######## armleocpu_plic_target ########
armleocpu_plic_target/gate_families.png
(4 px per um)
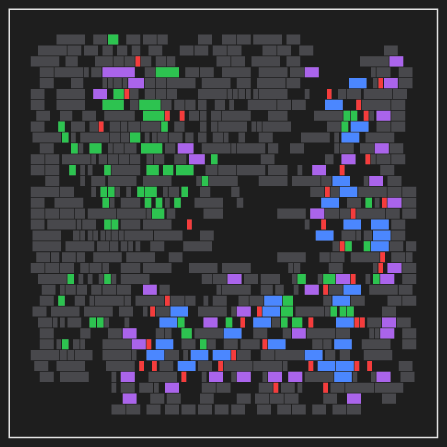

--- src/rtl/armleocpu_plic_pkg.sv ---
// Shared definitions for the PLIC per-context target: claim FSM encoding and ID constants.
package armleocpu_plic_pkg;

    localparam int PLIC_DEFAULT_SOURCES = 15;
    localparam int PLIC_DEFAULT_CLOG2   = 4;
    localparam int PLIC_ID_W            = PLIC_DEFAULT_CLOG2 + 1;
    localparam int PLIC_ID_NONE         = 0;

    typedef enum logic [1:0] {
        ST_IDLE   = 2'd0,
        ST_RESP   = 2'd1,
        ST_SETTLE = 2'd2
    } plic_state_t;

endpackage

--- src/rtl/armleocpu_plic_id_decoder.sv ---
// Source ID to one-hot source mask; ID 0 and IDs above the source count decode to an empty mask.
module armleocpu_plic_id_decoder
    import armleocpu_plic_pkg::*;
#(
    parameter int SOURCE_COUNT = PLIC_DEFAULT_SOURCES,
    parameter int ID_W         = PLIC_ID_W
) (
    input  logic [ID_W-1:0]         id_i,
    output logic [SOURCE_COUNT-1:0] onehot_o,
    output logic                    in_range_o
);

    always_comb begin
        in_range_o = (id_i != ID_W'(PLIC_ID_NONE)) && (id_i <= ID_W'(SOURCE_COUNT));
        onehot_o   = '0;
        // Bit k-1 stands for source k.
        for (int k = 0; k < SOURCE_COUNT; k++) begin
            onehot_o[k] = (id_i == ID_W'(k + 1));
        end
    end

endmodule

--- src/rtl/armleocpu_plic_target.sv ---
// Per-hart PLIC claim/complete endpoint: threshold compare drives eip, claims clear gateway pending,
// completes release in-service sources. Claim response held until claim_rready; completes always accepted.
module armleocpu_plic_target
    import armleocpu_plic_pkg::*;
#(
    parameter int INTERRUPT_SOURCE_COUNT       = PLIC_DEFAULT_SOURCES,
    parameter int INTERRUPT_SOURCE_COUNT_CLOG2 = PLIC_DEFAULT_CLOG2,
    parameter int PRIORITY_WIDTH               = 32,
    localparam int ID_W                        = INTERRUPT_SOURCE_COUNT_CLOG2 + 1,
    localparam int N                           = INTERRUPT_SOURCE_COUNT
) (
    input  logic                      clk,
    input  logic                      rst,

    input  logic [ID_W-1:0]           max_id_in,
    input  logic [PRIORITY_WIDTH-1:0] max_priority_in,

    input  logic                      threshold_write,
    input  logic [PRIORITY_WIDTH-1:0] threshold_wdata,
    output logic [PRIORITY_WIDTH-1:0] threshold,

    output logic                      eip,

    input  logic                      claim_valid,
    output logic                      claim_ready,
    output logic                      claim_rvalid,
    input  logic                      claim_rready,
    output logic [ID_W-1:0]           claim_id,

    input  logic                      complete_valid,
    input  logic [ID_W-1:0]           complete_id,
    output logic                      complete_ignored,

    output logic [N-1:0]              pending_clear,
    output logic [N-1:0]              complete_pulse,
    output logic [N-1:0]              in_service
);

    plic_state_t               state_q, state_d;
    logic [PRIORITY_WIDTH-1:0] threshold_q;
    logic                      eip_q;
    logic                      claim_rvalid_q;
    logic [ID_W-1:0]           claim_id_q;
    logic [N-1:0]              pending_clear_q;
    logic [N-1:0]              complete_pulse_q;
    logic                      complete_ignored_q;
    logic [N-1:0]              in_service_q, in_service_d;

    logic [N-1:0] claim_onehot, complete_onehot;
    logic         claim_in_range, complete_in_range;
    logic         claim_accept, complete_hit;
    logic [N-1:0] claim_mask, complete_mask;

    armleocpu_plic_id_decoder #(
        .SOURCE_COUNT (N),
        .ID_W         (ID_W)
    ) u_claim_dec (
        .id_i       (max_id_in),
        .onehot_o   (claim_onehot),
        .in_range_o (claim_in_range)
    );

    armleocpu_plic_id_decoder #(
        .SOURCE_COUNT (N),
        .ID_W         (ID_W)
    ) u_complete_dec (
        .id_i       (complete_id),
        .onehot_o   (complete_onehot),
        .in_range_o (complete_in_range)
    );

    always_comb begin
        claim_accept  = claim_valid && (state_q == ST_IDLE);
        claim_mask    = claim_accept ? claim_onehot : '0;
        complete_hit  = complete_valid && complete_in_range && |(complete_onehot & in_service_q);
        complete_mask = complete_hit ? complete_onehot : '0;
        // A claim landing on the bit being completed keeps it in service.
        in_service_d  = (in_service_q & ~complete_mask) | claim_mask;

        state_d = state_q;
        case (state_q)
            ST_IDLE:   if (claim_valid)  state_d = ST_RESP;
            ST_RESP:   if (claim_rready) state_d = ST_SETTLE;
            ST_SETTLE: state_d = ST_IDLE;
            default:   state_d = ST_IDLE;
        endcase
    end

    always_ff @(posedge clk) begin
        if (rst) begin
            state_q            <= ST_IDLE;
            threshold_q        <= '0;
            eip_q              <= 1'b0;
            claim_rvalid_q     <= 1'b0;
            claim_id_q         <= '0;
            pending_clear_q    <= '0;
            complete_pulse_q   <= '0;
            complete_ignored_q <= 1'b0;
            in_service_q       <= '0;
        end else begin
            state_q      <= state_d;
            in_service_q <= in_service_d;
            if (threshold_write) begin
                threshold_q <= threshold_wdata;
            end
            // Gated outside IDLE so the hart never sees a stale winner while a claim settles.
            eip_q <= (state_q == ST_IDLE) && claim_in_range && (max_priority_in > threshold_q);
            claim_rvalid_q <= (state_d == ST_RESP);
            if (claim_accept) begin
                claim_id_q <= claim_in_range ? max_id_in : ID_W'(PLIC_ID_NONE);
            end
            pending_clear_q    <= claim_mask;
            complete_pulse_q   <= complete_mask;
            complete_ignored_q <= complete_valid && !complete_hit;
        end
    end

    assign threshold        = threshold_q;
    assign eip              = eip_q;
    assign claim_ready      = (state_q == ST_IDLE);
    assign claim_rvalid     = claim_rvalid_q;
    assign claim_id         = claim_id_q;
    assign pending_clear    = pending_clear_q;
    assign complete_pulse   = complete_pulse_q;
    assign complete_ignored = complete_ignored_q;
    assign in_service       = in_service_q;

endmodule

--- config.mk ---
export PLATFORM = sky130hd
export DESIGN_NAME = armleocpu_plic_target
export DESIGN_NICKNAME = d
export VERILOG_FILES = /design/src/rtl/armleocpu_plic_pkg.sv /design/src/rtl/armleocpu_plic_id_decoder.sv /design/src/rtl/armleocpu_plic_target.sv
export SDC_FILE = /design/constraint.sdc
export NUM_CORES = 1
export LEC_CHECK = 0
export CAP_MARGIN = 5
export CORE_MARGIN = 5
export CORE_UTILIZATION = 43
export CTS_CLUSTER_SIZE = 28
export DETAILED_ROUTE_END_ITERATION = 12
export PLACE_DENSITY = 0.79
export SYNTH_ARGS = -nofsm -noshare
export SYNTH_HDL_FRONTEND = slang
export SYNTH_SLANG_ARGS = --single-unit
--- constraint.sdc ---
create_clock -name clk -period 2.2 [get_ports clk]
set_input_delay 0.33 -clock clk [delete_from_list [all_inputs] [get_ports clk]]
set_output_delay 0.33 -clock clk [all_outputs]
set_load 0.03 [all_outputs]
######## mac_v4_flat ########
## config.mk

```make
export PLATFORM = sky130hd
export DESIGN_NAME = mac_v4_flat
export DESIGN_NICKNAME = d
export VERILOG_FILES = /design/src/rtl/mac_v4_pkg.sv /design/src/rtl/mac_v4_if.sv /design/src/rtl/mac_v4_mul_stage.sv /design/src/rtl/mac_v4.sv /design/src/flat_wrapper.sv
export SDC_FILE = /design/constraint.sdc
export NUM_CORES = 1
export LEC_CHECK = 0
export CAP_MARGIN = 30
export CORE_UTILIZATION = 30
export CTS_CLUSTER_SIZE = 28
export DETAILED_ROUTE_END_ITERATION = 12
export PLACE_DENSITY = 0.53
export SYNTH_ARGS = -nofsm -noshare
export SYNTH_HDL_FRONTEND = slang
export SYNTH_SLANG_ARGS = --single-unit
```

## constraint.sdc

```tcl
create_clock -name clk -period 5.05 [get_ports clk]
set_clock_uncertainty 0.2 [all_clocks]
set_input_delay 1.01 -clock clk [delete_from_list [all_inputs] [get_ports clk]]
set_output_delay 1.01 -clock clk [all_outputs]
set_load 0.01 [all_outputs]
```

## src/rtl/mac_v4_pkg.sv

```systemverilog
// Shared widths and types for the four-element unsigned MAC.
package mac_v4_pkg;

  localparam int unsigned IN_W      = 4;
  localparam int unsigned PROD_W    = 2 * IN_W;
  localparam int unsigned OUT_W     = 10;
  localparam int unsigned GROUP_LEN = 4;
  localparam int unsigned CNT_W     = 2;

  typedef logic [CNT_W-1:0]  cnt_t;
  typedef logic [IN_W-1:0]   opnd_t;
  typedef logic [PROD_W-1:0] prod_t;
  typedef logic [OUT_W-1:0]  acc_t;

  localparam cnt_t LAST_IDX = cnt_t'(GROUP_LEN - 1);

endpackage : mac_v4_pkg

```

## src/rtl/mac_v4_if.sv

```systemverilog
// Operand/result bundle between the operand sequencer and the MAC.
interface mac_v4_if;
  import mac_v4_pkg::*;

  logic  in_valid;
  opnd_t in1_IFM;
  opnd_t in2_IFM;
  logic  out_valid;
  acc_t  out;

  // Sequencer / result-consumer side
  modport master (
    output in_valid, in1_IFM, in2_IFM,
    input  out_valid, out
  );

  // MAC side
  modport slave (
    input  in_valid, in1_IFM, in2_IFM,
    output out_valid, out
  );

endinterface : mac_v4_if

```

## src/rtl/mac_v4_mul_stage.sv

```systemverilog
// Stage 1: registered unsigned 4x4 multiply with valid and last-element flags.
module mac_v4_mul_stage
  import mac_v4_pkg::*;
(
  input  logic  clk,
  input  logic  rst_n,
  input  logic  in_valid,
  input  opnd_t a,
  input  opnd_t b,
  input  logic  last_in,
  output logic  p_valid,
  output prod_t prod,
  output logic  p_last
);

  // Capture product and flags; operands are ignored when not valid
  always_ff @(posedge clk or negedge rst_n) begin
    if (!rst_n) begin
      p_valid <= 1'b0;
      prod    <= '0;
      p_last  <= 1'b0;
    end else begin
      p_valid <= in_valid;
      prod    <= in_valid ? prod_t'(a) * prod_t'(b) : '0;
      p_last  <= in_valid & last_in;
    end
  end

endmodule : mac_v4_mul_stage

```

## src/rtl/mac_v4.sv

```systemverilog
// Four-element unsigned dot-product unit: counter, accumulator, output register.
module mac_v4
  import mac_v4_pkg::*;
(
  input  logic    clk,
  input  logic    rst_n,
  mac_v4_if.slave bus
);

  cnt_t  cnt;
  logic  last_in;
  logic  s1_valid;
  prod_t s1_prod;
  logic  s1_last;
  acc_t  acc;
  acc_t  sum;
  acc_t  out_r;
  logic  out_valid_r;

  assign last_in = (cnt == LAST_IDX);

  // Element counter advances only on sampled pairs and wraps at group end
  always_ff @(posedge clk or negedge rst_n) begin
    if (!rst_n) begin
      cnt <= '0;
    end else if (bus.in_valid) begin
      cnt <= last_in ? '0 : cnt + cnt_t'(1);
    end
  end

  mac_v4_mul_stage u_mul (
    .clk      (clk),
    .rst_n    (rst_n),
    .in_valid (bus.in_valid),
    .a        (bus.in1_IFM),
    .b        (bus.in2_IFM),
    .last_in  (last_in),
    .p_valid  (s1_valid),
    .prod     (s1_prod),
    .p_last   (s1_last)
  );

  // Running sum including the product currently leaving stage 1
  always_comb begin
    sum = acc + acc_t'(s1_prod);
  end

  // Stage 2: accumulate, emit on last element; acc is zeroed at group end so
  // the first element of the next group effectively loads its product
  always_ff @(posedge clk or negedge rst_n) begin
    if (!rst_n) begin
      acc         <= '0;
      out_r       <= '0;
      out_valid_r <= 1'b0;
    end else begin
      out_r       <= '0;
      out_valid_r <= 1'b0;
      if (s1_valid) begin
        if (s1_last) begin
          acc         <= '0;
          out_r       <= sum;
          out_valid_r <= 1'b1;
        end else begin
          acc <= sum;
        end
      end
    end
  end

  assign bus.out       = out_r;
  assign bus.out_valid = out_valid_r;

endmodule : mac_v4

```

## src/flat_wrapper.sv

```systemverilog
// flat-port wrapper written by rule: the top's interface ports become plain ports
module mac_v4_flat import mac_v4_pkg::*;
  (clk, rst_n, bus_in_valid, bus_in1_IFM, bus_in2_IFM, bus_out_valid, bus_out);
  mac_v4_if bus_i ();
  input  logic clk;
  input  logic rst_n;
  input wire logic [$bits(bus_i.in_valid)-1:0] bus_in_valid;
  input wire logic [$bits(bus_i.in1_IFM)-1:0] bus_in1_IFM;
  input wire logic [$bits(bus_i.in2_IFM)-1:0] bus_in2_IFM;
  output wire logic [$bits(bus_i.out_valid)-1:0] bus_out_valid;
  output wire logic [$bits(bus_i.out)-1:0] bus_out;
  assign bus_i.in_valid = bus_in_valid;
  assign bus_i.in1_IFM = bus_in1_IFM;
  assign bus_i.in2_IFM = bus_in2_IFM;
  assign bus_out_valid = bus_i.out_valid;
  assign bus_out = bus_i.out;
  mac_v4 u_core (.clk(clk), .rst_n(rst_n), .bus(bus_i));
endmodule
```

######## ifu_fetch ########
[config.mk]
export PLATFORM = sky130hd
export DESIGN_NAME = ifu_fetch
export DESIGN_NICKNAME = d
export VERILOG_FILES = /design/src/rtl/ifu_fetch_pkg.sv /design/src/rtl/ifu_fetch_obuf.sv /design/src/rtl/ifu_fetch.sv
export SDC_FILE = /design/constraint.sdc
export NUM_CORES = 1
export LEC_CHECK = 0
export ABC_AREA = 1
export CORE_ASPECT_RATIO = 2
export CORE_MARGIN = 10
export CORE_UTILIZATION = 43
export CTS_CLUSTER_DIAMETER = 150
export CTS_CLUSTER_SIZE = 16
export DETAILED_ROUTE_END_ITERATION = 6
export PLACE_DENSITY = 0.74
export RECOVER_POWER = 25
export SYNTH_ARGS = -nofsm -noshare
export SYNTH_HDL_FRONTEND = slang
export SYNTH_SLANG_ARGS = --single-unit
[constraint.sdc]
create_clock -name clk -period 1.45 [get_ports clk]
set_input_delay 0.435 -clock clk [delete_from_list [all_inputs] [get_ports clk]]
set_output_delay 0.435 -clock clk [all_outputs]
set_load 0.02 [all_outputs]
[src/rtl/ifu_fetch_pkg.sv]
// Shared types and defaults for the instruction fetch stage.
package ifu_fetch_pkg;

    localparam int          XLEN_DEF     = 32;
    localparam logic [31:0] RESET_PC_DEF = 32'h0000_0000;
    localparam int          INSTR_W      = 32;

    typedef enum logic [1:0] {
        S_REQ   = 2'd0,
        S_WAIT  = 2'd1,
        S_DRAIN = 2'd2
    } fetch_state_t;

endpackage

[src/rtl/ifu_fetch_obuf.sv]
// One-entry valid/ready holding register for {pc, instr} between fetch and decode.
module ifu_fetch_obuf
    import ifu_fetch_pkg::*;
#(
    parameter int XLEN = XLEN_DEF
) (
    input  logic               clk,
    input  logic               rst,
    input  logic               flush,
    input  logic               load,
    input  logic [XLEN-1:0]    load_pc,
    input  logic [INSTR_W-1:0] load_instr,
    input  logic               out_ready,
    output logic               out_valid,
    output logic [XLEN-1:0]    out_pc,
    output logic [INSTR_W-1:0] out_instr
);

    always_ff @(posedge clk) begin
        if (rst) begin
            out_valid <= 1'b0;
            out_pc    <= '0;
            out_instr <= '0;
        end else begin
            if (flush) begin
                out_valid <= 1'b0;
            end else if (load) begin
                out_valid <= 1'b1;
            end else if (out_valid && out_ready) begin
                out_valid <= 1'b0;
            end
            // Payload only moves on a load, so it stays put while stalled.
            if (load && !flush) begin
                out_pc    <= load_pc;
                out_instr <= load_instr;
            end
        end
    end

endmodule

[src/rtl/ifu_fetch.sv]
// Fetch stage: owns the fetch PC, issues one word request at a time, handles redirects.
//   state   | meaning
//   S_REQ   | request (or hold a pending request) at the current address
//   S_WAIT  | one good request outstanding, response will be buffered
//   S_DRAIN | one stale request outstanding, response will be dropped
module ifu_fetch
    import ifu_fetch_pkg::*;
#(
    parameter int              XLEN     = XLEN_DEF,
    parameter logic [XLEN-1:0] RESET_PC = RESET_PC_DEF[XLEN-1:0]
) (
    input  logic               clk,
    input  logic               rst,
    input  logic               redirect_valid,
    input  logic [XLEN-1:0]    redirect_pc,
    output logic               imem_req_valid,
    input  logic               imem_req_ready,
    output logic [XLEN-1:0]    imem_req_addr,
    input  logic               imem_rsp_valid,
    input  logic [INSTR_W-1:0] imem_rsp_data,
    output logic               if_valid,
    input  logic               if_ready,
    output logic [XLEN-1:0]    if_pc,
    output logic [INSTR_W-1:0] if_instr
);

    fetch_state_t    state;
    fetch_state_t    state_next;
    logic [XLEN-1:0] pc;
    logic [XLEN-1:0] req_addr_q;
    logic            stale;
    logic            req_pending;
    logic            req_fire;
    logic            rsp_load;
    logic            obuf_valid;
    logic            unused_redirect_lsb;

    assign unused_redirect_lsb = ^redirect_pc[1:0];
    assign req_fire = imem_req_valid && imem_req_ready;
    assign rsp_load = (state == S_WAIT) && imem_rsp_valid && !redirect_valid;

    always_ff @(posedge clk) begin
        if (rst) begin
            state <= S_REQ;
        end else begin
            state <= state_next;
        end
    end

    always_comb begin
        state_next = state;
        case (state)
            S_REQ: begin
                if (req_fire) begin
                    state_next = (stale || redirect_valid) ? S_DRAIN : S_WAIT;
                end
            end
            S_WAIT: begin
                if (imem_rsp_valid) begin
                    state_next = S_REQ;
                end else if (redirect_valid) begin
                    state_next = S_DRAIN;
                end
            end
            S_DRAIN: begin
                if (imem_rsp_valid) begin
                    state_next = S_REQ;
                end
            end
            default: state_next = S_REQ;
        endcase
    end

    // A pending request keeps its original address even after a redirect moves pc.
    always_comb begin
        imem_req_valid = 1'b0;
        imem_req_addr  = req_pending ? req_addr_q : pc;
        if (!rst && (state == S_REQ)) begin
            imem_req_valid = req_pending || !obuf_valid || if_ready;
        end
        if_valid = obuf_valid && !rst;
    end

    always_ff @(posedge clk) begin
        if (rst) begin
            pc          <= RESET_PC;
            req_addr_q  <= RESET_PC;
            stale       <= 1'b0;
            req_pending <= 1'b0;
        end else begin
            req_pending <= imem_req_valid && !imem_req_ready;
            if (imem_req_valid) begin
                req_addr_q <= imem_req_addr;
            end
            if (req_fire) begin
                stale <= 1'b0;
            end else if (redirect_valid && imem_req_valid) begin
                stale <= 1'b1;
            end
            if (redirect_valid) begin
                pc <= {redirect_pc[XLEN-1:2], 2'b00};
            end else if (rsp_load) begin
                pc <= pc + XLEN'(4);
            end
        end
    end

    ifu_fetch_obuf #(
        .XLEN (XLEN)
    ) u_obuf (
        .clk        (clk),
        .rst        (rst),
        .flush      (redirect_valid),
        .load       (rsp_load),
        .load_pc    (pc),
        .load_instr (imem_rsp_data),
        .out_ready  (if_ready),
        .out_valid  (obuf_valid),
        .out_pc     (if_pc),
        .out_instr  (if_instr)
    );

endmodule


==> layout pictures side by side <==
Sequential cells coloured by netlist name.
shot_01.png
(6 px per um)
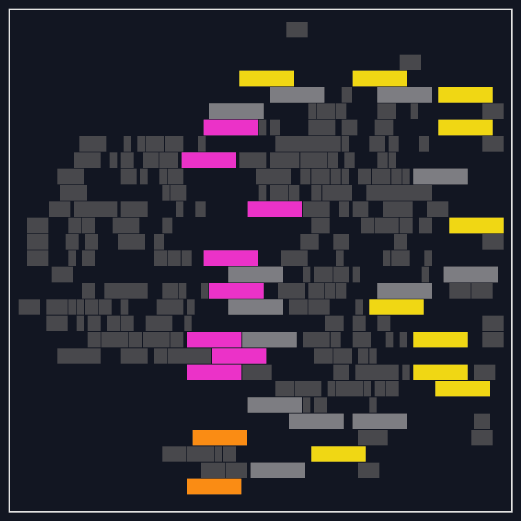
shot_02.png
(4 px per um)
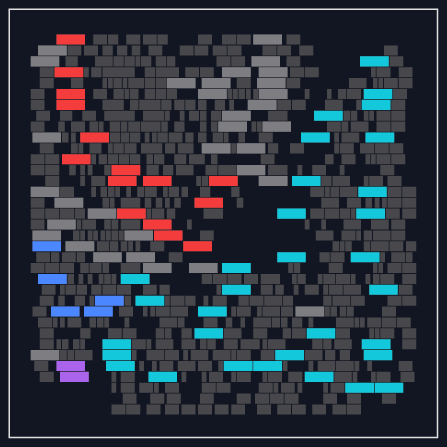
shot_03.png
(3 px per um)
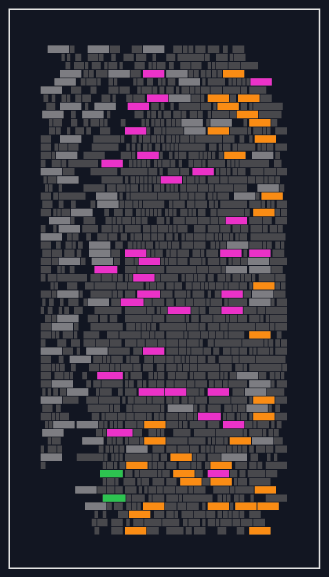
Of these, fewest cells: shot_01.png
Of these, most cells: shot_03.png
shot_03.png comes from ifu_fetch.
shot_02.png comes from armleocpu_plic_target.
shot_01.png comes from mac_v4_flat.

ifu_fetch/final_congestion.png
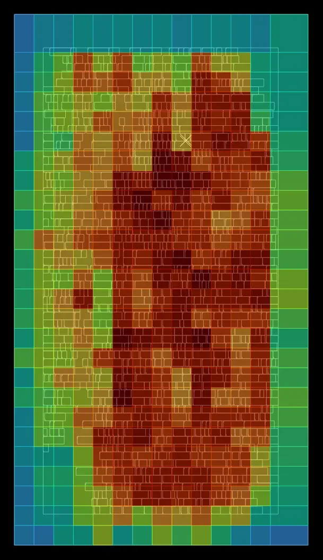
GRT busiest layer: met2
GRT met2 Usage: 46.1%

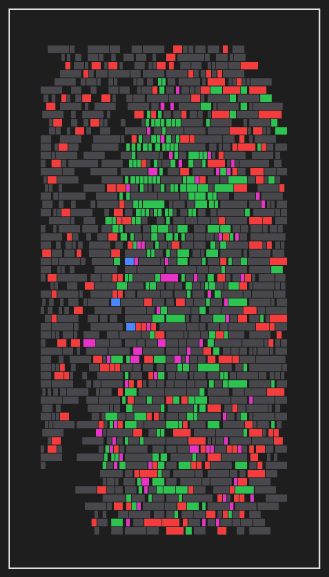
ifu_fetch/gate_families.png
(3 px per um)
| family | colour | cells |
|---|---|---|
| inverting AOI/OAI gates | red | 177 |
| NAND gates | green | 229 |
| XOR/XNOR gates | blue | 3 |
| inverters | magenta | 65 |
post-route insts no fill: 1337
multi-input combinational area share: 36.2%
most numerous logic cell after layout: nor2_1

==> impl_metrics.yaml, ifu_fetch <==
# synthesis and place-and-route metrics
synth:
  yosys.area.top_type: "dfxtp_1"
  yosysMostFrequentCell: "nor2_1"
  synth-xor-area-share_pct: 0.445
  ys.flop_type: "dfxtp_1"
run_status:
  run_status: "finished, violations left"
  failed_checks: "DRC, setup timing"
route:
  wl_met3_um: 2730
  drc_errors: 4
  met2_length_um: 15700
final_timing:
  setup_ws_ns: -0.430
  fmax_mhz: 532
  setup_viol: 152
  whs_ns: 0.475
clocking:
  cts-root-buf: "clkbuf_16"
  insertion_delay_ns: 0.42
  cts_setup_buffers: 29
die:
  fp.dieH_um: 186
  dieWidth_um: 103
pwr:
  leakage_nw: 4.80
  power_leader: "combinational logic"
placed_design:
  port_buffers: 163
final_layout:
  combGateArea_mm2: 0.00398
  fill_cells: 733
  antenna_cells: 1
  signal_buffers: 341
worst_setup_path:
  path_class: "register to primary output"
  endpoint_kind: "primary output"
  crit_family: "buffers and inverters"
==> ifu_fetch: state kept, by name, indices dropped and copies added, names as in the netlist <==
name and cells:
pc 30, req_addr_q 32, req_pending 1, stale 1
state 2, u_obuf.out_instr 32, u_obuf.out_pc 30, u_obuf.out_valid 1
==> ifu_fetch: stage by stage <==
step           util (%)  total power [mW]  instance area (um^2)  std cells
2_1_floorplan         -              5.72                  5920        859
3_3_place_gp       63.8              7.03                  8570       1249
3_5_place_dp       63.8              7.08                  8570       1249
4_1_cts            75.4              12.0                 10100       1320
5_1_grt            81.9              13.2                 11000       1337
6_report           81.9              12.8                 11000       1337
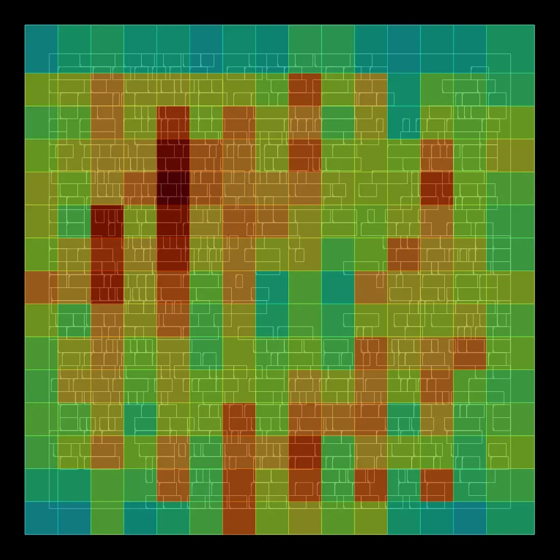
armleocpu_plic_target/final_congestion.png
GRT met2 Usage: 38.5%
GRT busiest layer: met2
met1 global-route usage: 26.3%

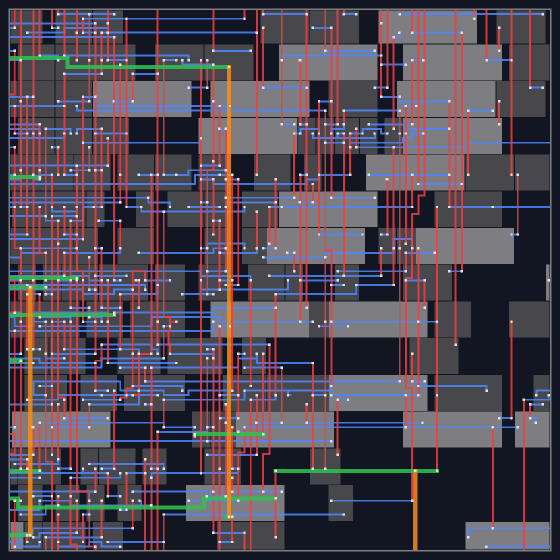
armleocpu_plic_target/zoom.png
Window x 33 to 73, y 55 to 95 um. Cells in grey, sequential cells in the stronger grey; small squares are vias.
| layer | colour |
|---|---|
| met1 | blue |
| met2 | red |
| met4 | orange |
| met3 | green |
most frequent: dfxtp_1 (20), buf_4 (16), nor2_1 (14)
cells with their middle in the window: 112
netlist names of flops here include: complete_pulse (14), in_service (3)
sequential cells in the window: 20

## Picture notes: armleocpu_plic_target/gate_families.png
| family | colour | cells |
|---|---|---|
| adder and majority cells | blue | 32 |
| multiplexers | purple | 37 |
| inverting AOI/OAI gates | green | 58 |
| inverters | red | 40 |
post-route insts no fill: 741
multi-input combinational area share: 33.7%
most numerous logic cell after layout: clkdlybuf4s50_1

==> impl_metrics.yaml, armleocpu_plic_target <==
# synthesis and place-and-route metrics
die:
  fp.dieH_um: 107
  num_io_pins: 166
  dieWidth_um: 107
pwr:
  p_comb_uw: 717
  seq-power_mw: 1.66
  p_sw_uw: 998
  p_per_area_mw_per_mm2: 554
  power_leader: "registers"
min_path:
  hp-class: "primary input to register"
synth:
  ys.flop_type: "dfxtp_1"
  yosys-top-cells-count: "87 x dfxtp_1, 67 x nor2_1, 39 x inv_1"
  ys_cells: 437
  syn-cell-area_mm2: 0.00402
  synthArstFlopShare_pct: 0
clocking:
  insertion_delay_ns: 0.35
  cts_tree: "built"
  cts_setup_buffers: 0
  htreeDepth: 3
route:
  met2_length_um: 6090
  wirelength_met1_um: 5390
  ant_nets: 0
  dr.pass1.iters: 4
  via_count: 3905
  drc_errors: 0
global_routing:
  met3_usage_pct: 5.96
  antenna_found_initial: 0
final_timing:
  hold_violations: 0
  slew_headroom_pct: 60.8
  setup_viol: 0
  final.setup.tns_ns: 0
  skew_ns: 0.00965
placed_design:
  dp_slack_ns: -0.202
  dpl.hpwl_um: 9840
worst_setup_path:
  worstPathMaxFanout: 15
run:
  tool_warnings: 26
run_status:
  run_status: "completed"
final_layout:
  area_growth_pct: 52.5
-- armleocpu_plic_target: worst max-delay path, stage by stage --
cell and delay (ns):
clkdlybuf4s50_1 0.45, buf_4 0.18, nor3b_1 0.39, a221o_1 0.27, o31ai_1 0.15, a211oi_2 0.35, nor3b_2 0.22
-- armleocpu_plic_target: cell families (layout without fill, tap and decap cells) --
group,after synthesis,after routing,synth area share [%]
AND/OR/NAND/NOR,150,150,18.5
flip-flops,87,87,43.3
AND-OR/OR-AND,75,75,13.2
buffers and inverters,56,249,5.32
multiplexers,37,37,9.62
adder cells (fa/ha/maj),32,32,9.96
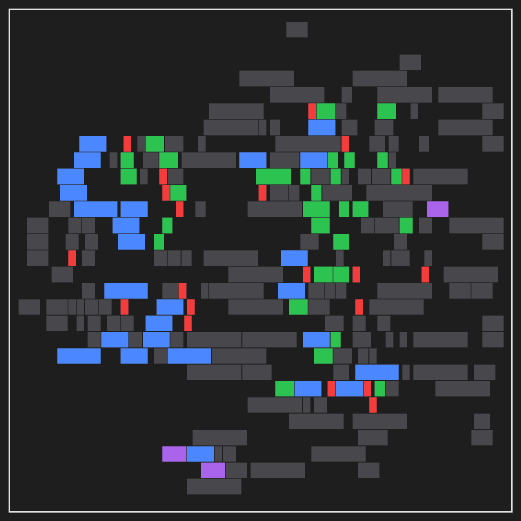
mac_v4_flat/gate_families.png
(6 px per um)
| family | colour | cells |
|---|---|---|
| inverting AOI/OAI gates | green | 30 |
| adder and majority cells | blue | 26 |
| inverters | red | 20 |
| multiplexers | purple | 3 |
post-route insts no fill: 295
most numerous logic cell after layout: dfrtp_1
multi-input combinational area share: 44.1%

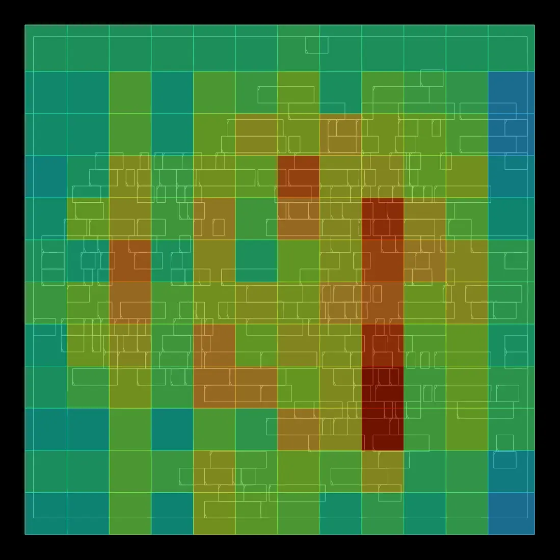
mac_v4_flat/final_congestion.png
met3 Use GR: 2.97%
WL per Instance: 12.3 um
fin util: 37.8%
met1 global-route usage: 13.4%
Tot GR Track Use: 11.5%

==> impl_metrics.yaml, mac_v4_flat <==
# synthesis and place-and-route metrics
synth:
  topCellsByArea: "dfrtp_1 41%, ha_1 13%, fa_1 5.0%"
  fp_nets: 228
  yosysMostFrequentCell: "dfrtp_1"
  ys_types: 45
  synthArstFlopShare_pct: 100
  yosysSeqAreaShare_pct: 41.4
  synth.avg_cell_area_um2: 10.4
  ys.flops: 33
final_layout:
  seqCellArea_um2: 826
  final-clk-cell-share_pct: 5.54
pwr:
  leakage_nw: 1.12
  swShare_pct: 31.7
  comb_power_share_pct: 34.0
final_timing:
  rsz0062_at_grt: "no"
  final.setup.tns_ns: 0
  hold_violations: 0
run:
  max-cap-violations: 0
die:
  fp_util_pct: 31.2
global_routing:
  grt_max_degree: 34
  grt_pass1_vias: 1395
clocking:
  post_cts_resized: 0
worst_setup_path:
  endpoint_kind: "register"
  crit_slowest_cell: "fa_1"
  crit_buf_inv: 3
min_path:
  hp-class: "register to register"
route:
  viasPerCell: 4.80
  ant_nets: 0
run_status:
  run_status: "completed"
==> mac_v4_flat: cell families after synthesis <==
group | synth area share (%)
simple gates | 15.4
xor+xnor | 1.76
mux | 1.63
fa+ha+maj | 18.2
buf+inv | 5.08
compound gates | 16.5
flops | 41.4
==> mac_v4_flat: sequential cells by signal, indices dropped and copies added (netlist names) <==
register / count
u_core.bus.out_valid: 1
u_core.u_mul.prod: 8
u_core.acc: 10
u_core.cnt: 2
u_core.u_mul.p_valid: 1
u_core.bus.out: 10
u_core.u_mul.p_last: 1

######## char_motion_ctrl ########
**config.mk**
```make
export PLATFORM = sky130hd
export DESIGN_NAME = char_motion_ctrl
export DESIGN_NICKNAME = d
export VERILOG_FILES = /design/src/rtl/char_motion_ctrl.sv
export SDC_FILE = /design/constraint.sdc
export NUM_CORES = 1
export LEC_CHECK = 0
export CAP_MARGIN = 20
export CELL_PAD_IN_SITES_DETAIL_PLACEMENT = 0
export CELL_PAD_IN_SITES_GLOBAL_PLACEMENT = 1
export CORE_MARGIN = 4
export CORE_UTILIZATION = 39
export CTS_CLUSTER_SIZE = 12
export DETAILED_ROUTE_END_ITERATION = 12
export MAX_ROUTING_LAYER = met4
export PLACE_DENSITY_LB_ADDON = 0.1
export SETUP_SLACK_MARGIN = 0.15
export SLEW_MARGIN = 10
export SYNTH_ARGS = -nofsm -noshare
export SYNTH_HDL_FRONTEND = slang
export SYNTH_SLANG_ARGS = --single-unit
```
**constraint.sdc**
```tcl
create_clock -name clk -period 5.4 [get_ports clk]
set_clock_uncertainty 0.2 [all_clocks]
set_input_delay 1.08 -clock clk [delete_from_list [all_inputs] [get_ports clk]]
set_output_delay 1.08 -clock clk [all_outputs]
set_load 0.01 [all_outputs]
```
**src/rtl/char_motion_ctrl.sv**
```systemverilog
// char_motion_ctrl: horizontal motion engine for one player.
// Walks the character left/right on frame ticks with facing-dependent
// forward/back speeds, stops the forward walk at the opponent sprite,
// keeps the character inside the arena walls and runs a multi-tick
// knockback when the character is hit. The vertical position is constant.
module char_motion_ctrl #(
    parameter int XW         = 10,
    parameter int INIT_X     = 40,
    parameter int INIT_Y     = 200,
    parameter int MIN_X      = 40,
    parameter int MAX_X      = 600,
    parameter int CHAR_WIDTH = 128,
    parameter int FACING     = 0,
    parameter int STEP_FWD   = 3,
    parameter int STEP_BACK  = 2,
    parameter int MIN_GAP    = 0,
    parameter int KB_DIST    = 32,
    parameter int KB_STEP    = 4
) (
    input  logic          clk,
    input  logic          rst,
    input  logic          frame_tick,
    input  logic [3:0]    state,
    input  logic [XW-1:0] opp_x,
    input  logic          hit_pulse,
    output logic [XW-1:0] char_x,
    output logic [XW-1:0] char_y,
    output logic          kb_active,
    output logic          at_wall_l,
    output logic          at_wall_r
);

    // Two extra bits give headroom for sums above the arena and a sign bit
    // for differences below zero, so nothing wraps before clamping.
    localparam int AW = XW + 2;
    typedef logic signed [AW-1:0] sval_t;

    localparam sval_t WALL_L    = sval_t'(MIN_X);
    localparam sval_t WALL_R    = sval_t'(MAX_X - CHAR_WIDTH);
    // The wall behind the character (the side away from the opponent).
    localparam sval_t BACK_WALL = (FACING == 0) ? WALL_L : WALL_R;
    localparam sval_t S_FWD     = sval_t'(STEP_FWD);
    localparam sval_t S_BACK    = sval_t'(STEP_BACK);
    localparam sval_t SPAN      = sval_t'(CHAR_WIDTH + MIN_GAP);
    localparam sval_t KB_D      = sval_t'(KB_DIST);
    localparam sval_t KB_S      = sval_t'(KB_STEP);
    localparam sval_t ZERO      = sval_t'(0);

    localparam logic [3:0] ST_LEFT  = 4'd1;
    localparam logic [3:0] ST_RIGHT = 4'd2;

    typedef enum logic {
        S_MOVE  = 1'b0,
        S_KNOCK = 1'b1
    } fsm_t;

    fsm_t          fsm_reg;
    fsm_t          fsm_next;
    logic [XW-1:0] x_reg;
    logic [XW-1:0] x_next;
    sval_t         kb_cnt_reg;
    sval_t         kb_cnt_next;

    sval_t x_ext;
    sval_t opp_ext;
    sval_t fwd_limit;
    sval_t fwd_x;
    sval_t back_x;
    sval_t walk_x;
    sval_t kb_remaining;
    sval_t kb_step;
    sval_t kb_x;
    logic  kb_done;
    logic  go_fwd;
    logic  go_back;

    // Keep a position inside the legal arena span.
    function automatic sval_t wall_clamp(input sval_t v);
        sval_t r;
        r = v;
        if (r < WALL_L) begin
            r = WALL_L;
        end else if (r > WALL_R) begin
            r = WALL_R;
        end
        return r;
    endfunction

    // Zero-extend the coordinates into the signed working width.
    always_comb begin
        x_ext   = sval_t'({2'b00, x_reg});
        opp_ext = sval_t'({2'b00, opp_x});
    end

    // Forward limit: closest position that still leaves MIN_GAP to the opponent.
    always_comb begin
        if (FACING == 0) begin
            fwd_limit = opp_ext - SPAN;
            if (fwd_limit < ZERO) begin
                fwd_limit = WALL_L;
            end
        end else begin
            fwd_limit = opp_ext + SPAN;
        end
    end

    // Forward walk: step toward the opponent, never past the limit; an
    // already-overlapping character simply holds instead of being pushed back.
    always_comb begin
        fwd_x = x_ext;
        if (FACING == 0) begin
            if (x_ext < fwd_limit) begin
                fwd_x = x_ext + S_FWD;
                if (fwd_x > fwd_limit) begin
                    fwd_x = fwd_limit;
                end
                fwd_x = wall_clamp(fwd_x);
            end
        end else begin
            if (x_ext > fwd_limit) begin
                fwd_x = x_ext - S_FWD;
                if (fwd_x < fwd_limit) begin
                    fwd_x = fwd_limit;
                end
                fwd_x = wall_clamp(fwd_x);
            end
        end
    end

    // Backward walk: away from the opponent, limited only by the walls.
    always_comb begin
        if (FACING == 0) begin
            back_x = wall_clamp(x_ext - S_BACK);
        end else begin
            back_x = wall_clamp(x_ext + S_BACK);
        end
    end

    // Map the LEFT/RIGHT commands onto forward/back for this side of the arena.
    always_comb begin
        if (FACING == 0) begin
            go_fwd  = (state == ST_RIGHT);
            go_back = (state == ST_LEFT);
        end else begin
            go_fwd  = (state == ST_LEFT);
            go_back = (state == ST_RIGHT);
        end
        if (go_fwd) begin
            walk_x = fwd_x;
        end else if (go_back) begin
            walk_x = back_x;
        end else begin
            walk_x = x_ext;
        end
    end

    // Knockback step: the last step is shortened so the total equals KB_DIST.
    always_comb begin
        kb_remaining = KB_D - kb_cnt_reg;
        kb_step      = (kb_remaining < KB_S) ? kb_remaining : KB_S;
        if (FACING == 0) begin
            kb_x = wall_clamp(x_ext - kb_step);
        end else begin
            kb_x = wall_clamp(x_ext + kb_step);
        end
        kb_done = ((kb_cnt_reg + kb_step) >= KB_D) || (kb_x == BACK_WALL);
    end

    // State register plus position and knockback counter.
    always_ff @(posedge clk) begin
        if (rst) begin
            fsm_reg    <= S_MOVE;
            x_reg      <= XW'(INIT_X);
            kb_cnt_reg <= ZERO;
        end else begin
            fsm_reg    <= fsm_next;
            x_reg      <= x_next;
            kb_cnt_reg <= kb_cnt_next;
        end
    end

    // Next-state: a hit always (re)enters knockback; knockback ends on the
    // tick that completes the distance or lands on the back wall.
    always_comb begin
        fsm_next = fsm_reg;
        case (fsm_reg)
            S_MOVE: begin
                if (hit_pulse) begin
                    fsm_next = S_KNOCK;
                end
            end
            S_KNOCK: begin
                if (!hit_pulse && frame_tick && kb_done) begin
                    fsm_next = S_MOVE;
                end
            end
            default: fsm_next = S_MOVE;
        endcase
    end

    // Datapath updates: motion only on ticks, and never on a hit edge.
    always_comb begin
        x_next      = x_reg;
        kb_cnt_next = kb_cnt_reg;
        case (fsm_reg)
            S_MOVE: begin
                if (hit_pulse) begin
                    kb_cnt_next = ZERO;
                end else if (frame_tick) begin
                    x_next = XW'(walk_x);
                end
            end
            S_KNOCK: begin
                if (hit_pulse) begin
                    kb_cnt_next = ZERO;
                end else if (frame_tick) begin
                    x_next      = XW'(kb_x);
                    kb_cnt_next = kb_cnt_reg + kb_step;
                end
            end
            default: begin
                x_next      = x_reg;
                kb_cnt_next = kb_cnt_reg;
            end
        endcase
    end

    // Outputs: registered position/mode, wall flags decoded from the position.
    always_comb begin
        char_x    = x_reg;
        char_y    = XW'(INIT_Y);
        kb_active = (fsm_reg == S_KNOCK);
        at_wall_l = (x_ext == WALL_L);
        at_wall_r = (x_ext == WALL_R);
    end

endmodule

```
######## piso_tx8 ########
**config.mk**
```make
export PLATFORM = sky130hd
export DESIGN_NAME = piso_tx8
export DESIGN_NICKNAME = d
export VERILOG_FILES = /design/src/rtl/piso_pkg.sv /design/src/rtl/piso_bit_counter.sv /design/src/rtl/piso_tx8.sv
export SDC_FILE = /design/constraint.sdc
export NUM_CORES = 1
export LEC_CHECK = 0
export CORE_MARGIN = 2
export CORE_UTILIZATION = 50
export DETAILED_ROUTE_END_ITERATION = 8
export GPL_TIMING_DRIVEN = 0
export PLACE_DENSITY = 0.81
export SLEW_MARGIN = 0
export SYNTH_ARGS = -nofsm -noshare
export SYNTH_HDL_FRONTEND = slang
export SYNTH_SLANG_ARGS = --single-unit
```
**constraint.sdc**
```tcl
create_clock -name clk -period 3 [get_ports clk]
set_input_delay 0.6 -clock clk [delete_from_list [all_inputs] [get_ports clk]]
set_output_delay 0.6 -clock clk [all_outputs]
set_load 0.01 [all_outputs]
```
**src/rtl/piso_pkg.sv**
```systemverilog
// Shared types and defaults for the piso_tx8 serial transmitter.
package piso_pkg;
  localparam int WIDTH_DEFAULT = 8;

  typedef enum logic [1:0] {
    IDLE  = 2'd0,
    SHIFT = 2'd1,
    DONE  = 2'd2
  } tx_state_t;
endpackage

```
**src/rtl/piso_bit_counter.sv**
```systemverilog
// Counts transmitted bits; last flags the final bit of a WIDTH-bit frame.
module piso_bit_counter
  import piso_pkg::*;
#(
  parameter int WIDTH = WIDTH_DEFAULT,
  parameter int CNT_W = $clog2(WIDTH)
) (
  input  logic clk,
  input  logic Re,
  input  logic en,
  input  logic clr,
  output logic last
);
  logic [CNT_W-1:0] cnt;

  always_ff @(posedge clk or negedge Re) begin
    if (!Re) begin
      cnt <= '0;
    end else if (clr) begin
      cnt <= '0;
    end else if (en) begin
      cnt <= cnt + CNT_W'(1);
    end
  end

  assign last = (cnt == CNT_W'(WIDTH - 1));
endmodule

```
**src/rtl/piso_tx8.sv**
```systemverilog
// Parallel-in/serial-out transmitter: shifts a WIDTH-bit word out LSB first,
// one bit per cycle with sEn high, into a shift-right receiver (serial in at MSB).
module piso_tx8
  import piso_pkg::*;
#(
  parameter int WIDTH = WIDTH_DEFAULT,
  parameter int CNT_W = $clog2(WIDTH)
) (
  input  logic             clk,
  input  logic             Re,
  input  logic             load_valid,
  output logic             load_ready,
  input  logic [WIDTH-1:0] din,
  input  logic             pause,
  output logic             sOut,
  output logic             sEn,
  output logic             busy,
  output logic             done
);
  // state | meaning
  // IDLE  | waiting for a word; load_ready high
  // SHIFT | presenting shreg[0]; shifts on every cycle pause is low
  // DONE  | one-cycle done pulse after the last bit, then back to IDLE

  tx_state_t        state, state_nxt;
  logic [WIDTH-1:0] shreg;
  logic             accept;
  logic             shift_en;
  logic             last;

  assign accept   = (state == IDLE) && load_valid;
  assign shift_en = (state == SHIFT) && !pause;

  piso_bit_counter #(
    .WIDTH (WIDTH),
    .CNT_W (CNT_W)
  ) u_bit_counter (
    .clk  (clk),
    .Re   (Re),
    .en   (shift_en),
    .clr  (accept),
    .last (last)
  );

  always_ff @(posedge clk or negedge Re) begin
    if (!Re) begin
      state <= IDLE;
    end else begin
      state <= state_nxt;
    end
  end

  always_comb begin
    state_nxt = state;
    case (state)
      IDLE:    if (accept) state_nxt = SHIFT;
      SHIFT:   if (shift_en && last) state_nxt = DONE;
      DONE:    state_nxt = IDLE;
      default: state_nxt = IDLE;
    endcase
  end

  always_comb begin
    load_ready = 1'b0;
    sOut       = 1'b0;
    sEn        = 1'b0;
    busy       = 1'b0;
    done       = 1'b0;
    case (state)
      IDLE: begin
        load_ready = 1'b1;
      end
      SHIFT: begin
        sOut = shreg[0];
        sEn  = !pause;
        busy = 1'b1;
      end
      DONE: begin
        busy = 1'b1;
        done = 1'b1;
      end
      default: begin
        load_ready = 1'b0;
      end
    endcase
  end

  // Zero fill keeps shreg clean once the frame has drained.
  always_ff @(posedge clk or negedge Re) begin
    if (!Re) begin
      shreg <= '0;
    end else if (accept) begin
      shreg <= din;
    end else if (shift_en) begin
      shreg <= {1'b0, shreg[WIDTH-1:1]};
    end
  end
endmodule

```
piso_tx8/port_nets.png
(12 px per um)
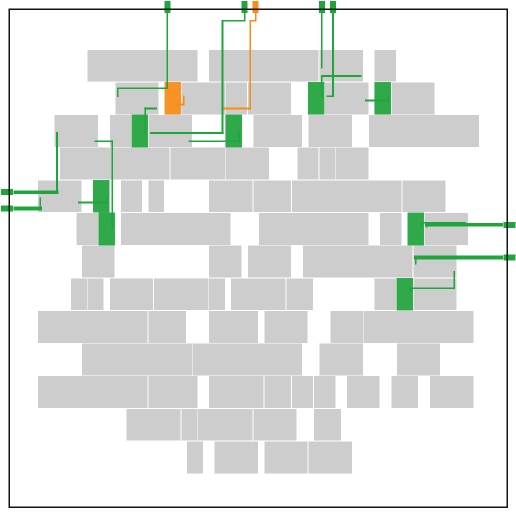
| port | colour | bits | direction | end cells | buffers | wire |
|---|---|---|---|---|---|---|
| sEn | orange | 1 | output | 1 | 1 | 12.1 um |
| din | green | 8 | input | 8 | 8 | 102 um |
I/O pins: 17
Port Buf Inserts: 16

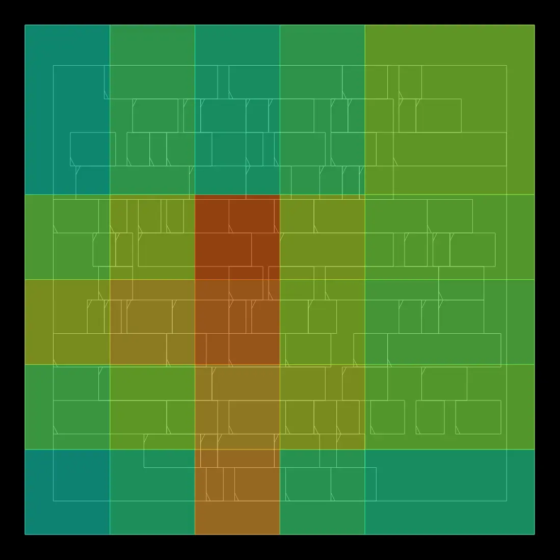
piso_tx8/final_congestion.png
GRT busiest layer: met2
fin util: 69.4%

==> impl_metrics.yaml, piso_tx8 <==
# synthesis and place-and-route metrics
run_status:
  run_status: "completed"
worst_setup_path:
  worstPathRequired_ns: 2.40
  path_class: "primary input to primary output"
  cp_data_arrival_time_ns: 1.99
die:
  taps: 15
  fp.dieH_um: 41.4
  dieArea_mm2: 0.00171
synth:
  synth.top_cell.area_share_pct: 46.6
  synthAoiAreaFrac_pct: 9.68
  yosysMostFrequentCell: "dfrtp_1"
  adder_share_pct: 10.8
  top_logic_kind: "multiplexers"
  ys_area_um2: 698
  syn-cell-area_um2: 698
global_routing:
  grt_use_met2_pct: 27.0
  grt_pass1_wl_um: 1750
  grt_max_degree: 14
  grt_pass1_vias: 405
min_path:
  hp-class: "register to register"
final_timing:
  worst_pin_slew_ns: 0.579
  period_needed_ns: 2.59
  whs_ns: 0.532
placed_design:
  placed_area_um2: 877
  place_congestion: 0.682
pwr:
  leakage_nw: 0.466
  ir_worst_vdd_mv: 0.454
clocking:
  cts_tree: "built"
  clock-sinks: 13
  insertion_delay_ns: 0.27
  cts_buffers: 3
final_layout:
  seqCellArea_um2: 325
  inverters_excl_clock: 3
  final_common_cell: "clkdlybuf4s50_1"
  final-clk-cell-share_pct: 2.91
  antenna_cells: 0
route:
  wirelength_met1_um: 564
==> piso_tx8: flip-flops by register name, summed over array words and instances (netlist names) <==
signal and cells:
state 2, shreg 8, u_bit_counter.cnt 3
==> piso_tx8: critical path, stage by stage <==
cell             delay (ns)
clkdlybuf4s50_1        0.42
nand2b_2               0.22
buf_6                  0.17
inv_1                  0.05
clkdlybuf4s50_1        0.53
==> piso_tx8: power by group <==
part,internal [mW],total [mW],switching [mW],leakage [nW]
clock,0.0516,0.107,0.0554,0.0150
sequential,0.249,0.294,0.0447,0.165
combinational,0.200,0.367,0.167,0.286
total,0.501,0.768,0.267,0.466
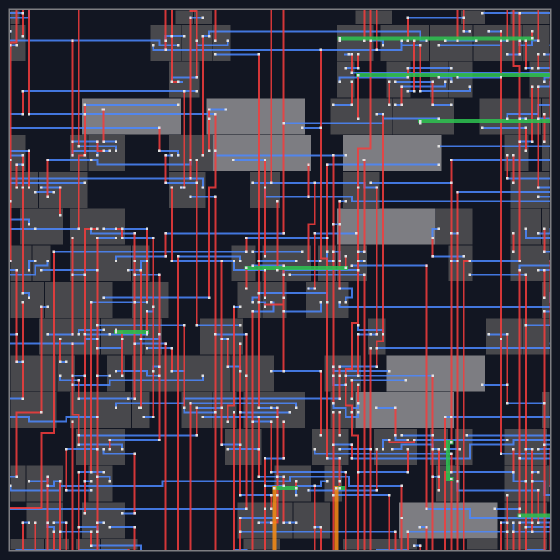
char_motion_ctrl/zoom.png
Window x 37 to 77, y 59 to 99 um. Cells in grey, sequential cells in the stronger grey; small squares are vias.
| layer | colour |
|---|---|
| met4 | orange |
| met2 | red |
| met3 | green |
| met1 | blue |
netlist names of flops here include: char_x (6)
most frequent: dfxtp_1 (8), nor2_1 (7), ha_1 (7)
sequential cells in the window: 8
cells with their middle in the window: 91

==> impl_metrics.yaml, char_motion_ctrl <==
# synthesis and place-and-route metrics
final_layout:
  layout-drive-gt1-share_pct: 15.4
final_timing:
  hold_violations: 0
  finalCritPeriodShare_pct: 97.3
  drv_slew: 0
min_path:
  min_path_cells: 2
synth:
  yosysWarnings: 0
  ys_sh_mux_pct: 0.928
  ys_area_mm2: 0.00432
run_status:
  run_status: "completed"
worst_setup_path:
  crit_buf_inv: 3
  r2r_start: "kb_cnt_reg[0]"
global_routing:
  grt_util_all_layers_pct: 21.7
die:
  core_mm2: 0.0108
  dieArea_mm2: 0.0128
  dieWidth_um: 113
placed_design:
  port_buffers: 30
pwr:
  p_per_area_mw_per_mm2: 123
clocking:
  clock_path_buffers: 2
  htreeDepth: 1
char_motion_ctrl: stage by stage:
step / util, % / setup slack (ns) / power (mW)
floorplan: - / 0.154 / 0.421
global placement: 45.9 / 0.151 / 0.522
detailed placement: 45.9 / 0.000456 / 0.524
CTS: 46.9 / 0.161 / 0.643
global route: 48.4 / -0.00962 / 0.701
finish: 48.4 / 0.148 / 0.646
char_motion_ctrl: power breakdown:
group,total (mW),internal (mW),switching [mW],leakage [nW]
registers,0.187,0.175,0.0126,0.187
clock network,0.113,0.0516,0.0615,0.0255
logic,0.346,0.151,0.195,1.92
total,0.646,0.377,0.269,2.13

==> gallery <==
Gate-type map.
picture 1
(4 px per um)
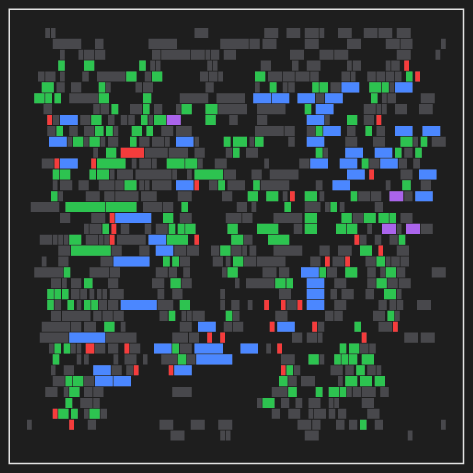
picture 2
(12 px per um)
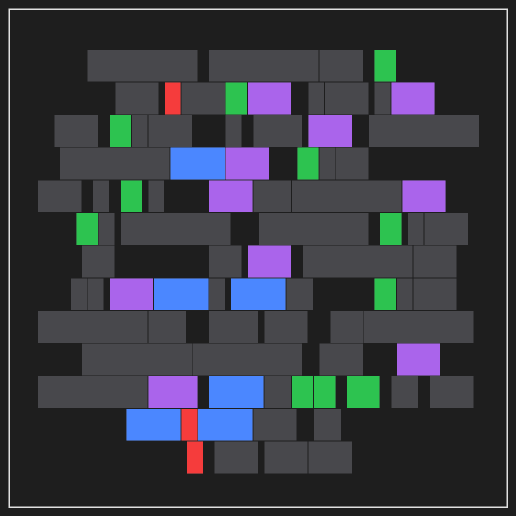
For char_motion_ctrl, see picture 1.
For piso_tx8, see picture 2.
Of these, most cells: picture 1
Of these, largest die: picture 1

Key to picture 1:
| family | colour | cells |
|---|---|---|
| multiplexers | purple | 4 |
| adder and majority cells | blue | 46 |
| inverting AOI/OAI gates | green | 155 |
| inverters | red | 35 |



## Gallery

Metal 2.
(a)
(2 px per um) Cells faint in the background.
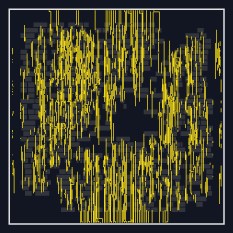
(b)
(3 px per um) Cells faint in the background.
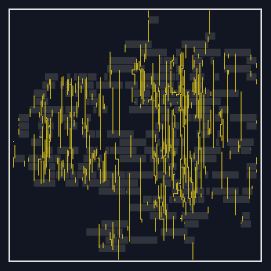
(c)
(2 px per um) Cells faint in the background.
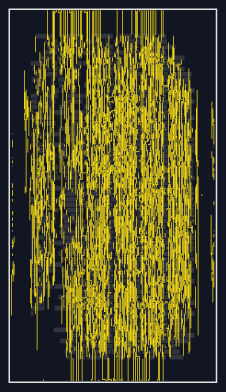
(d)
(6 px per um) Cells faint in the background.
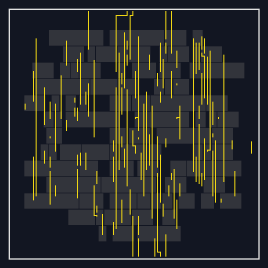
(e)
(2 px per um) Cells faint in the background.
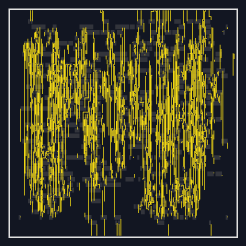
Of these, largest die: (c)
- piso_tx8 = (d)
- char_motion_ctrl = (e)
- armleocpu_plic_target = (a)
- mac_v4_flat = (b)
- ifu_fetch = (c)

Power and IR drop assume default switching activity.
